# ---- design 1 ----
**src/rtl/lc3_fetch_prefetch.sv**
```systemverilog
// LC3 fetch unit with an N-deep prefetch queue: issues one read at a time, flushes on branch.
// Optional statistics counters are compiled in with `define LC3_FETCH_STATS_EN.
module lc3_fetch_prefetch #(
   parameter int unsigned       ADDR_W   = 16,
   parameter int unsigned       DATA_W   = 16,
   parameter int unsigned       DEPTH    = 4,
   parameter logic [ADDR_W-1:0] RESET_PC = ADDR_W'(16'h3000)
) (
   input  logic                     clock,
   input  logic                     reset,
   input  logic                     enable_fetch,
   input  logic                     br_taken,
   input  logic [ADDR_W-1:0]        taddr,
   output logic [ADDR_W-1:0]        pc,
   output logic                     instrmem_rd,
   input  logic [DATA_W-1:0]        Instr_dout,
   input  logic                     complete_instr,
   output logic [DATA_W-1:0]        instr_out,
   output logic [ADDR_W-1:0]        npc_out,
   output logic                     instr_valid,
   input  logic                     instr_ready,
   output logic [$clog2(DEPTH):0]   count,
`ifdef LC3_FETCH_STATS_EN
   output logic [31:0]              stat_fetches,
   output logic [15:0]              stat_flushes,
`endif
   output logic                     full
);

   localparam int unsigned PtrW = $clog2(DEPTH);
   localparam int unsigned CntW = PtrW + 1;

   typedef enum logic [1:0] {StIdle, StWait, StDrop} state_e;

   state_e              state_q, state_d;
   logic [ADDR_W-1:0]   fetch_pc_q, fetch_pc_d;
   logic [ADDR_W-1:0]   pc_q, pc_d;
   logic [PtrW-1:0]     wr_ptr_q, wr_ptr_d;
   logic [PtrW-1:0]     rd_ptr_q, rd_ptr_d;
   logic [CntW-1:0]     count_q, count_d;
   logic [CntW-1:0]     count_after_pop;
   logic [DATA_W-1:0]   instr_out_q, instr_out_d;
   logic [ADDR_W-1:0]   npc_out_q, npc_out_d;
   logic [ADDR_W-1:0]   head_addr;
   logic [ADDR_W-1:0]   mem_addr_q [DEPTH];
   logic [DATA_W-1:0]   mem_data_q [DEPTH];
   logic                push, pop, can_issue;

   always_comb begin
      pop       = (count_q != '0) && instr_ready && !br_taken;
      push      = (state_q == StWait) && complete_instr && !br_taken;
      // Conservative issue gate: a pop in this cycle does not free a slot for issue.
      can_issue = enable_fetch && !br_taken && ((32'(count_q) + 32'(pop)) < DEPTH);
   end

   always_comb begin
      state_d    = state_q;
      fetch_pc_d = fetch_pc_q;
      pc_d       = pc_q;
      if (br_taken) begin
         fetch_pc_d = taddr;
      end
      unique case (state_q)
         StIdle: begin
            if (can_issue) begin
               state_d = StWait;
               pc_d    = fetch_pc_q;
            end
         end
         StWait: begin
            if (complete_instr) begin
               state_d = StIdle;
               if (!br_taken) begin
                  fetch_pc_d = pc_q + ADDR_W'(1);
               end
            end else if (br_taken) begin
               state_d = StDrop;
            end
         end
         StDrop: begin
            if (complete_instr) begin
               state_d = StIdle;
            end
         end
         default: state_d = StIdle;
      endcase
   end

   always_comb begin
      wr_ptr_d        = wr_ptr_q + PtrW'(push);
      rd_ptr_d        = rd_ptr_q + PtrW'(pop);
      count_after_pop = count_q - CntW'(pop);
      count_d         = count_after_pop + CntW'(push);
      instr_out_d     = instr_out_q;
      npc_out_d       = npc_out_q;
      head_addr       = mem_addr_q[rd_ptr_d];
      if (br_taken) begin
         rd_ptr_d = wr_ptr_q;
         wr_ptr_d = wr_ptr_q;
         count_d  = '0;
      end else begin
         // A push into an otherwise empty queue bypasses storage to the head view.
         if (push && (count_after_pop == '0)) begin
            instr_out_d = Instr_dout;
            head_addr   = pc_q;
         end else begin
            instr_out_d = mem_data_q[rd_ptr_d];
         end
         npc_out_d = head_addr + ADDR_W'(1);
      end
   end

   always_ff @(posedge clock) begin
      if (reset) begin
         state_q     <= StIdle;
         fetch_pc_q  <= RESET_PC;
         pc_q        <= RESET_PC;
         wr_ptr_q    <= '0;
         rd_ptr_q    <= '0;
         count_q     <= '0;
         instr_out_q <= '0;
         npc_out_q   <= '0;
      end else begin
         state_q     <= state_d;
         fetch_pc_q  <= fetch_pc_d;
         pc_q        <= pc_d;
         wr_ptr_q    <= wr_ptr_d;
         rd_ptr_q    <= rd_ptr_d;
         count_q     <= count_d;
         instr_out_q <= instr_out_d;
         npc_out_q   <= npc_out_d;
      end
   end

   always_ff @(posedge clock) begin
      if (push) begin
         mem_addr_q[wr_ptr_q] <= pc_q;
         mem_data_q[wr_ptr_q] <= Instr_dout;
      end
   end

`ifdef LC3_FETCH_STATS_EN
   logic [31:0] stat_fetches_q;
   logic [15:0] stat_flushes_q;

   always_ff @(posedge clock) begin
      if (reset) begin
         stat_fetches_q <= '0;
         stat_flushes_q <= '0;
      end else begin
         if (push && (stat_fetches_q != '1)) begin
            stat_fetches_q <= stat_fetches_q + 32'd1;
         end
         if (br_taken && ((count_q != '0) || (state_q == StWait)) && (stat_flushes_q != '1)) begin
            stat_flushes_q <= stat_flushes_q + 16'd1;
         end
      end
   end

   assign stat_fetches = stat_fetches_q;
   assign stat_flushes = stat_flushes_q;
`endif

   assign pc          = pc_q;
   assign instrmem_rd = (state_q != StIdle);
   assign instr_out   = instr_out_q;
   assign npc_out     = npc_out_q;
   assign instr_valid = (count_q != '0);
   assign count       = count_q;
   assign full        = (count_q == CntW'(DEPTH));

endmodule

```
**config.mk**
```make
export PLATFORM = sky130hd
export DESIGN_NAME = lc3_fetch_prefetch
export DESIGN_NICKNAME = d
export VERILOG_FILES = /design/src/rtl/lc3_fetch_prefetch.sv
export SDC_FILE = /design/constraint.sdc
export NUM_CORES = 1
export LEC_CHECK = 0
export ABC_CLOCK_PERIOD_IN_PS = 12500
export CAP_MARGIN = 20
export CORE_MARGIN = 1
export CORE_UTILIZATION = 61
export CTS_CLUSTER_DIAMETER = 80
export DETAILED_ROUTE_END_ITERATION = 8
export PLACE_DENSITY_LB_ADDON = 0.08
export SLEW_MARGIN = 15
export SYNTH_ARGS = -nofsm -noshare
export SYNTH_HDL_FRONTEND = slang
export SYNTH_SLANG_ARGS = --single-unit
```
**constraint.sdc**
```tcl
create_clock -name clock -period 12.5 [get_ports clock]
set_clock_uncertainty 0.2 [all_clocks]
set_input_delay 2.5 -clock clock [delete_from_list [all_inputs] [get_ports clock]]
set_output_delay 2.5 -clock clock [all_outputs]
set_load 0.1 [all_outputs]
```
# ---- design 2 ----
===== config.mk =====
export PLATFORM = sky130hd
export DESIGN_NAME = mem_port_arbiter
export DESIGN_NICKNAME = d
export VERILOG_FILES = /design/src/rtl/mem_port_arbiter.sv
export SDC_FILE = /design/constraint.sdc
export NUM_CORES = 1
export LEC_CHECK = 0
export CAP_MARGIN = 20
export CORE_ASPECT_RATIO = 0.6
export CORE_MARGIN = 2
export CORE_UTILIZATION = 42
export DETAILED_ROUTE_END_ITERATION = 16
export PLACE_DENSITY = 0.86
export SLEW_MARGIN = 10
export SYNTH_ARGS = -nofsm -noshare
export SYNTH_HDL_FRONTEND = slang
export SYNTH_SLANG_ARGS = --single-unit

===== constraint.sdc =====
create_clock -name clk -period 1.5 [get_ports clk]
set_input_delay 0.3 -clock clk [delete_from_list [all_inputs] [get_ports clk]]
set_output_delay 0.3 -clock clk [all_outputs]
set_load 0.05 [all_outputs]

===== src/rtl/mem_port_arbiter.sv =====
// Round-robin arbiter sharing a fixed-latency line memory between I-cache and D-cache.
// Define ARB_FIXED_PRIO_EN to give the D port strict priority on ties instead.
module mem_port_arbiter #(
  parameter int MEM_LATENCY = 4,
  parameter int ADDR_W      = 16
) (
  input  logic              clk,
  input  logic              reset_n,
  input  logic              i_req,
  input  logic [ADDR_W-1:0] i_addr,
  output logic              i_done,
  output logic [63:0]       i_rdata,
  input  logic              d_req,
  input  logic              d_we,
  input  logic [ADDR_W-1:0] d_addr,
  input  logic [63:0]       d_wdata,
  output logic              d_done,
  output logic [63:0]       d_rdata,
  output logic              m_readM,
  output logic              m_writeM,
  output logic [ADDR_W-1:0] m_address,
  output logic [63:0]       m_wdata,
  output logic              m_wdata_oe,
  input  logic [63:0]       m_rdata,
  output logic              err_req_overrun
);

  localparam int CNT_W = $clog2(MEM_LATENCY + 1);
  localparam logic [CNT_W-1:0]  CNT_LAST  = CNT_W'(MEM_LATENCY);
  localparam logic [ADDR_W-1:0] LINE_MASK = {{(ADDR_W-2){1'b1}}, 2'b00};

  localparam logic [1:0] ST_IDLE = 2'd0;
  localparam logic [1:0] ST_BUSY = 2'd1;
  localparam logic [1:0] ST_RESP = 2'd2;

  localparam logic GNT_I = 1'b0;
  localparam logic GNT_D = 1'b1;

  logic [1:0]        state_q, state_d;
  logic [CNT_W-1:0]  cnt_q, cnt_d;
  logic              gnt_q, gnt_d;
  logic              i_pend_q, i_pend_d;
  logic [ADDR_W-1:0] i_addr_q, i_addr_d;
  logic              d_pend_q, d_pend_d;
  logic              d_we_q, d_we_d;
  logic [ADDR_W-1:0] d_addr_q, d_addr_d;
  logic [63:0]       d_wdata_q, d_wdata_d;
  logic [63:0]       i_rdata_q, i_rdata_d;
  logic [63:0]       d_rdata_q, d_rdata_d;
  logic              m_readM_q, m_readM_d;
  logic              m_writeM_q, m_writeM_d;
  logic [ADDR_W-1:0] m_address_q, m_address_d;
  logic [63:0]       m_wdata_q, m_wdata_d;
  logic              m_oe_q, m_oe_d;
  logic              err_q, err_d;
`ifndef ARB_FIXED_PRIO_EN
  logic              last_gnt_q, last_gnt_d;
`endif

  logic              i_clr, d_clr;
  logic              pick;
  logic              sel_we;
  logic [ADDR_W-1:0] sel_addr;

  assign i_clr = (state_q == ST_RESP) && (gnt_q == GNT_I);
  assign d_clr = (state_q == ST_RESP) && (gnt_q == GNT_D);

  always_comb begin
    state_d     = state_q;
    cnt_d       = cnt_q;
    gnt_d       = gnt_q;
    i_pend_d    = i_pend_q;
    i_addr_d    = i_addr_q;
    d_pend_d    = d_pend_q;
    d_we_d      = d_we_q;
    d_addr_d    = d_addr_q;
    d_wdata_d   = d_wdata_q;
    i_rdata_d   = i_rdata_q;
    d_rdata_d   = d_rdata_q;
    m_readM_d   = 1'b0;
    m_writeM_d  = 1'b0;
    m_address_d = m_address_q;
    m_wdata_d   = m_wdata_q;
    m_oe_d      = m_oe_q;
    err_d       = err_q;
`ifndef ARB_FIXED_PRIO_EN
    last_gnt_d  = last_gnt_q;
`endif
    pick        = GNT_I;
    sel_we      = 1'b0;
    sel_addr    = i_addr_q;

    // A new request in its own port's RESP cycle wins over the completion clear.
    if (i_clr) i_pend_d = 1'b0;
    if (i_req) begin
      if (!i_pend_q || i_clr) begin
        i_pend_d = 1'b1;
        i_addr_d = i_addr;
      end else begin
        err_d = 1'b1;
      end
    end

    if (d_clr) d_pend_d = 1'b0;
    if (d_req) begin
      if (!d_pend_q || d_clr) begin
        d_pend_d  = 1'b1;
        d_we_d    = d_we;
        d_addr_d  = d_addr;
        d_wdata_d = d_wdata;
      end else begin
        err_d = 1'b1;
      end
    end

    case (state_q)
      ST_IDLE: begin
        if (i_pend_q || d_pend_q) begin
`ifdef ARB_FIXED_PRIO_EN
          pick = d_pend_q;
`else
          pick = d_pend_q && (!i_pend_q || (last_gnt_q == GNT_I));
          last_gnt_d = pick;
`endif
          sel_we      = pick && d_we_q;
          sel_addr    = pick ? d_addr_q : i_addr_q;
          gnt_d       = pick;
          m_address_d = sel_addr & LINE_MASK;
          m_readM_d   = !sel_we;
          m_writeM_d  = sel_we;
          m_oe_d      = sel_we;
          if (sel_we) m_wdata_d = d_wdata_q;
          cnt_d       = '0;
          state_d     = ST_BUSY;
        end
      end
      ST_BUSY: begin
        if (cnt_q == CNT_LAST) begin
          m_oe_d  = 1'b0;
          state_d = ST_RESP;
          if (gnt_q == GNT_I) begin
            i_rdata_d = m_rdata;
          end else if (!d_we_q) begin
            d_rdata_d = m_rdata;
          end
        end else begin
          cnt_d = cnt_q + CNT_W'(1);
        end
      end
      ST_RESP: state_d = ST_IDLE;
      default: state_d = ST_IDLE;
    endcase
  end

  always_ff @(posedge clk) begin
    if (!reset_n) begin
      state_q     <= ST_IDLE;
      cnt_q       <= '0;
      gnt_q       <= GNT_I;
      i_pend_q    <= 1'b0;
      i_addr_q    <= '0;
      d_pend_q    <= 1'b0;
      d_we_q      <= 1'b0;
      d_addr_q    <= '0;
      d_wdata_q   <= '0;
      i_rdata_q   <= '0;
      d_rdata_q   <= '0;
      m_readM_q   <= 1'b0;
      m_writeM_q  <= 1'b0;
      m_address_q <= '0;
      m_wdata_q   <= '0;
      m_oe_q      <= 1'b0;
      err_q       <= 1'b0;
`ifndef ARB_FIXED_PRIO_EN
      last_gnt_q  <= GNT_D;
`endif
    end else begin
      state_q     <= state_d;
      cnt_q       <= cnt_d;
      gnt_q       <= gnt_d;
      i_pend_q    <= i_pend_d;
      i_addr_q    <= i_addr_d;
      d_pend_q    <= d_pend_d;
      d_we_q      <= d_we_d;
      d_addr_q    <= d_addr_d;
      d_wdata_q   <= d_wdata_d;
      i_rdata_q   <= i_rdata_d;
      d_rdata_q   <= d_rdata_d;
      m_readM_q   <= m_readM_d;
      m_writeM_q  <= m_writeM_d;
      m_address_q <= m_address_d;
      m_wdata_q   <= m_wdata_d;
      m_oe_q      <= m_oe_d;
      err_q       <= err_d;
`ifndef ARB_FIXED_PRIO_EN
      last_gnt_q  <= last_gnt_d;
`endif
    end
  end

  assign i_done          = i_clr;
  assign d_done          = d_clr;
  assign i_rdata         = i_rdata_q;
  assign d_rdata         = d_rdata_q;
  assign m_readM         = m_readM_q;
  assign m_writeM        = m_writeM_q;
  assign m_address       = m_address_q;
  assign m_wdata         = m_wdata_q;
  assign m_wdata_oe      = m_oe_q;
  assign err_req_overrun = err_q;

endmodule


Figure 1. Wire density map (design 2).
Scale bar: 50 um. The die is cut into 22 by 14 equal tiles; white is low, dark blue is high, scaled to the fullest tile. Values are wire area over tile area, all layers added.
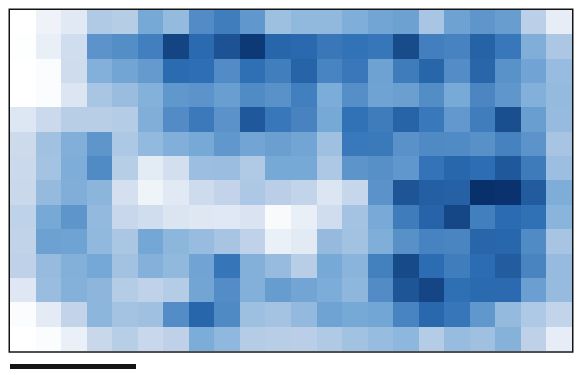
mean over tiles: 0.42
tiles over half the peak: 49%
fullest tile: 0.87
nearly empty tiles: 2.9%

==> metrics.csv, design 2 <==
stage,metric,value,unit
status,status,"complete, but fails checks",
status,failed_checks,setup timing,
setup_path,start_kind,flop,
pwr,leakagePower,8.41,nW
logic_synthesis,edf_count,0,
global_routing,grt.total_usage,33.5,%
setup_path,r2r_end,d_rdata[56]$_SDFFE_PN0P_,
min_path,hold_depth,2,
global_routing,busiest_layer,met2,
cells_and_area,area_growth,101,%
logic_synthesis,topCellsByArea,"dfxtp_1 (52%), mux2i_1 (8.9%), a21oi_1 (8.2%)",
pwr,p_int,14.3,mW
setup_path,reg2reg_from,state_q[1]$_SDFFE_PN0P_,
cells_and_area,inverters,6,
cells_and_area,fillers,1134,
global_routing,overflow,0,
final_timing,setup_viol,337,
cells_and_area,clk_share,4.15,%
die,die_w,223,um
drt,top_layer,met5,
pwr,clkPwrFrac,41.4,%
placed_design,pre_cts_ws,-0.173,ns
placed_design,gp_congestion,0.840,
final_timing,setup_slack,-0.996,ns
drt,drc,0,
die,fp_util,42.4,%
Figure 2. Metal 3 (design 1).
Cells faint in the background.
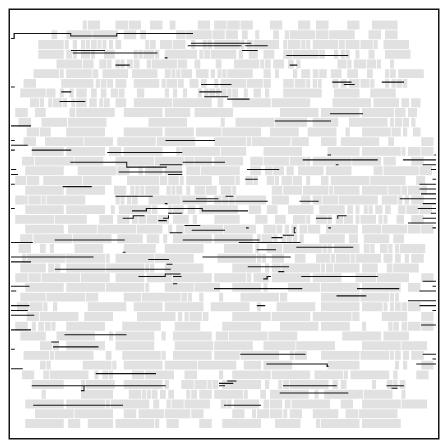
nets with wire on the layer: 98
share of all routed wire: 5.9%
wire length on this layer: 1,120 um

==> metrics.csv, design 1 <==
stage,metric,value,unit
status,status,"finished, final reports clean",
cells_and_area,top_regs,"mem_addr_q: 64 flops, mem_data_q: 64 flops",
final_timing,finalHoldViolations,0,
pwr,combPwrFrac,8.2,%
logic_synthesis,top_cell,edfxtp_1,
cells_and_area,regArea,0.00531,sq mm
drt,wl_met3,1.12,mm
pwr,p_clk,0.587,mW
logic_synthesis,synth_area_leader_cell,edfxtp_1,
drt,drt-initial-drc-count,498,
die,die_w,120,um
pwr,seq_power,0.724,mW
min_path,hp-class,flop to flop,
global_routing,grt_pass1_wl,30.2,mm
flow_run,warning_count,27,
setup_path,crit_family,simple AND/OR/NAND/NOR gates,
logic_synthesis,yosysWarningCount,0,
logic_synthesis,xor_area_share,2.56,%
clock_network,cts_tree,built,
setup_path,path_max_fanout,35,
logic_synthesis,mux_share,10.8,%
logic_synthesis,yosysChipArea,0.00847,sq mm
die,well_tap_count,176,


==> gallery <==
Clock network drawn from the DEF.
image #1
Scale bar: 50 um.
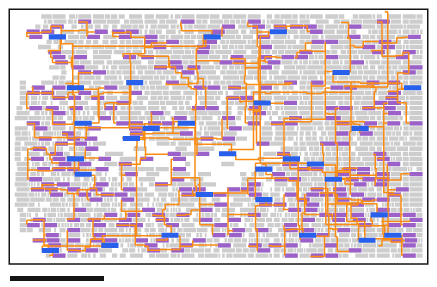
image #2
Scale bar: 20 um.
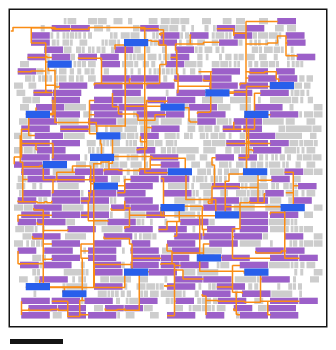
image #2: design 1
image #1: design 2

Key to image #2:
[blue] clock drivers | count: 21
[orange] clock wires | length: 2,190 um
[purple] flip-flops | count: 201
routed clock nets: 22


## Gallery

Zoomed window.
shot_01.png
Window x 40 to 80, y 40 to 80 um. Cells in grey, sequential cells in the stronger grey; small squares are vias.
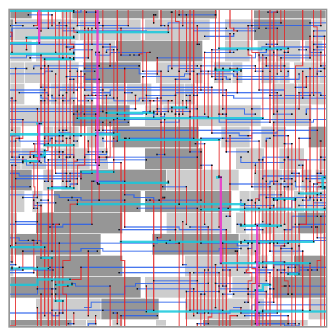
shot_02.png
Window x 91 to 131, y 48 to 88 um. Cells in grey, sequential cells in the stronger grey; small squares are vias.
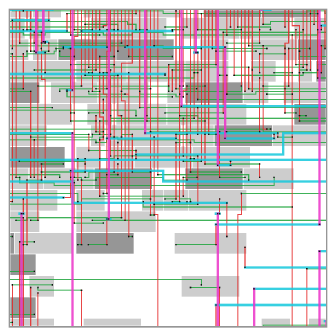
- shot_01.png = design 1
- shot_02.png = design 2

Power and IR drop assume default switching activity.
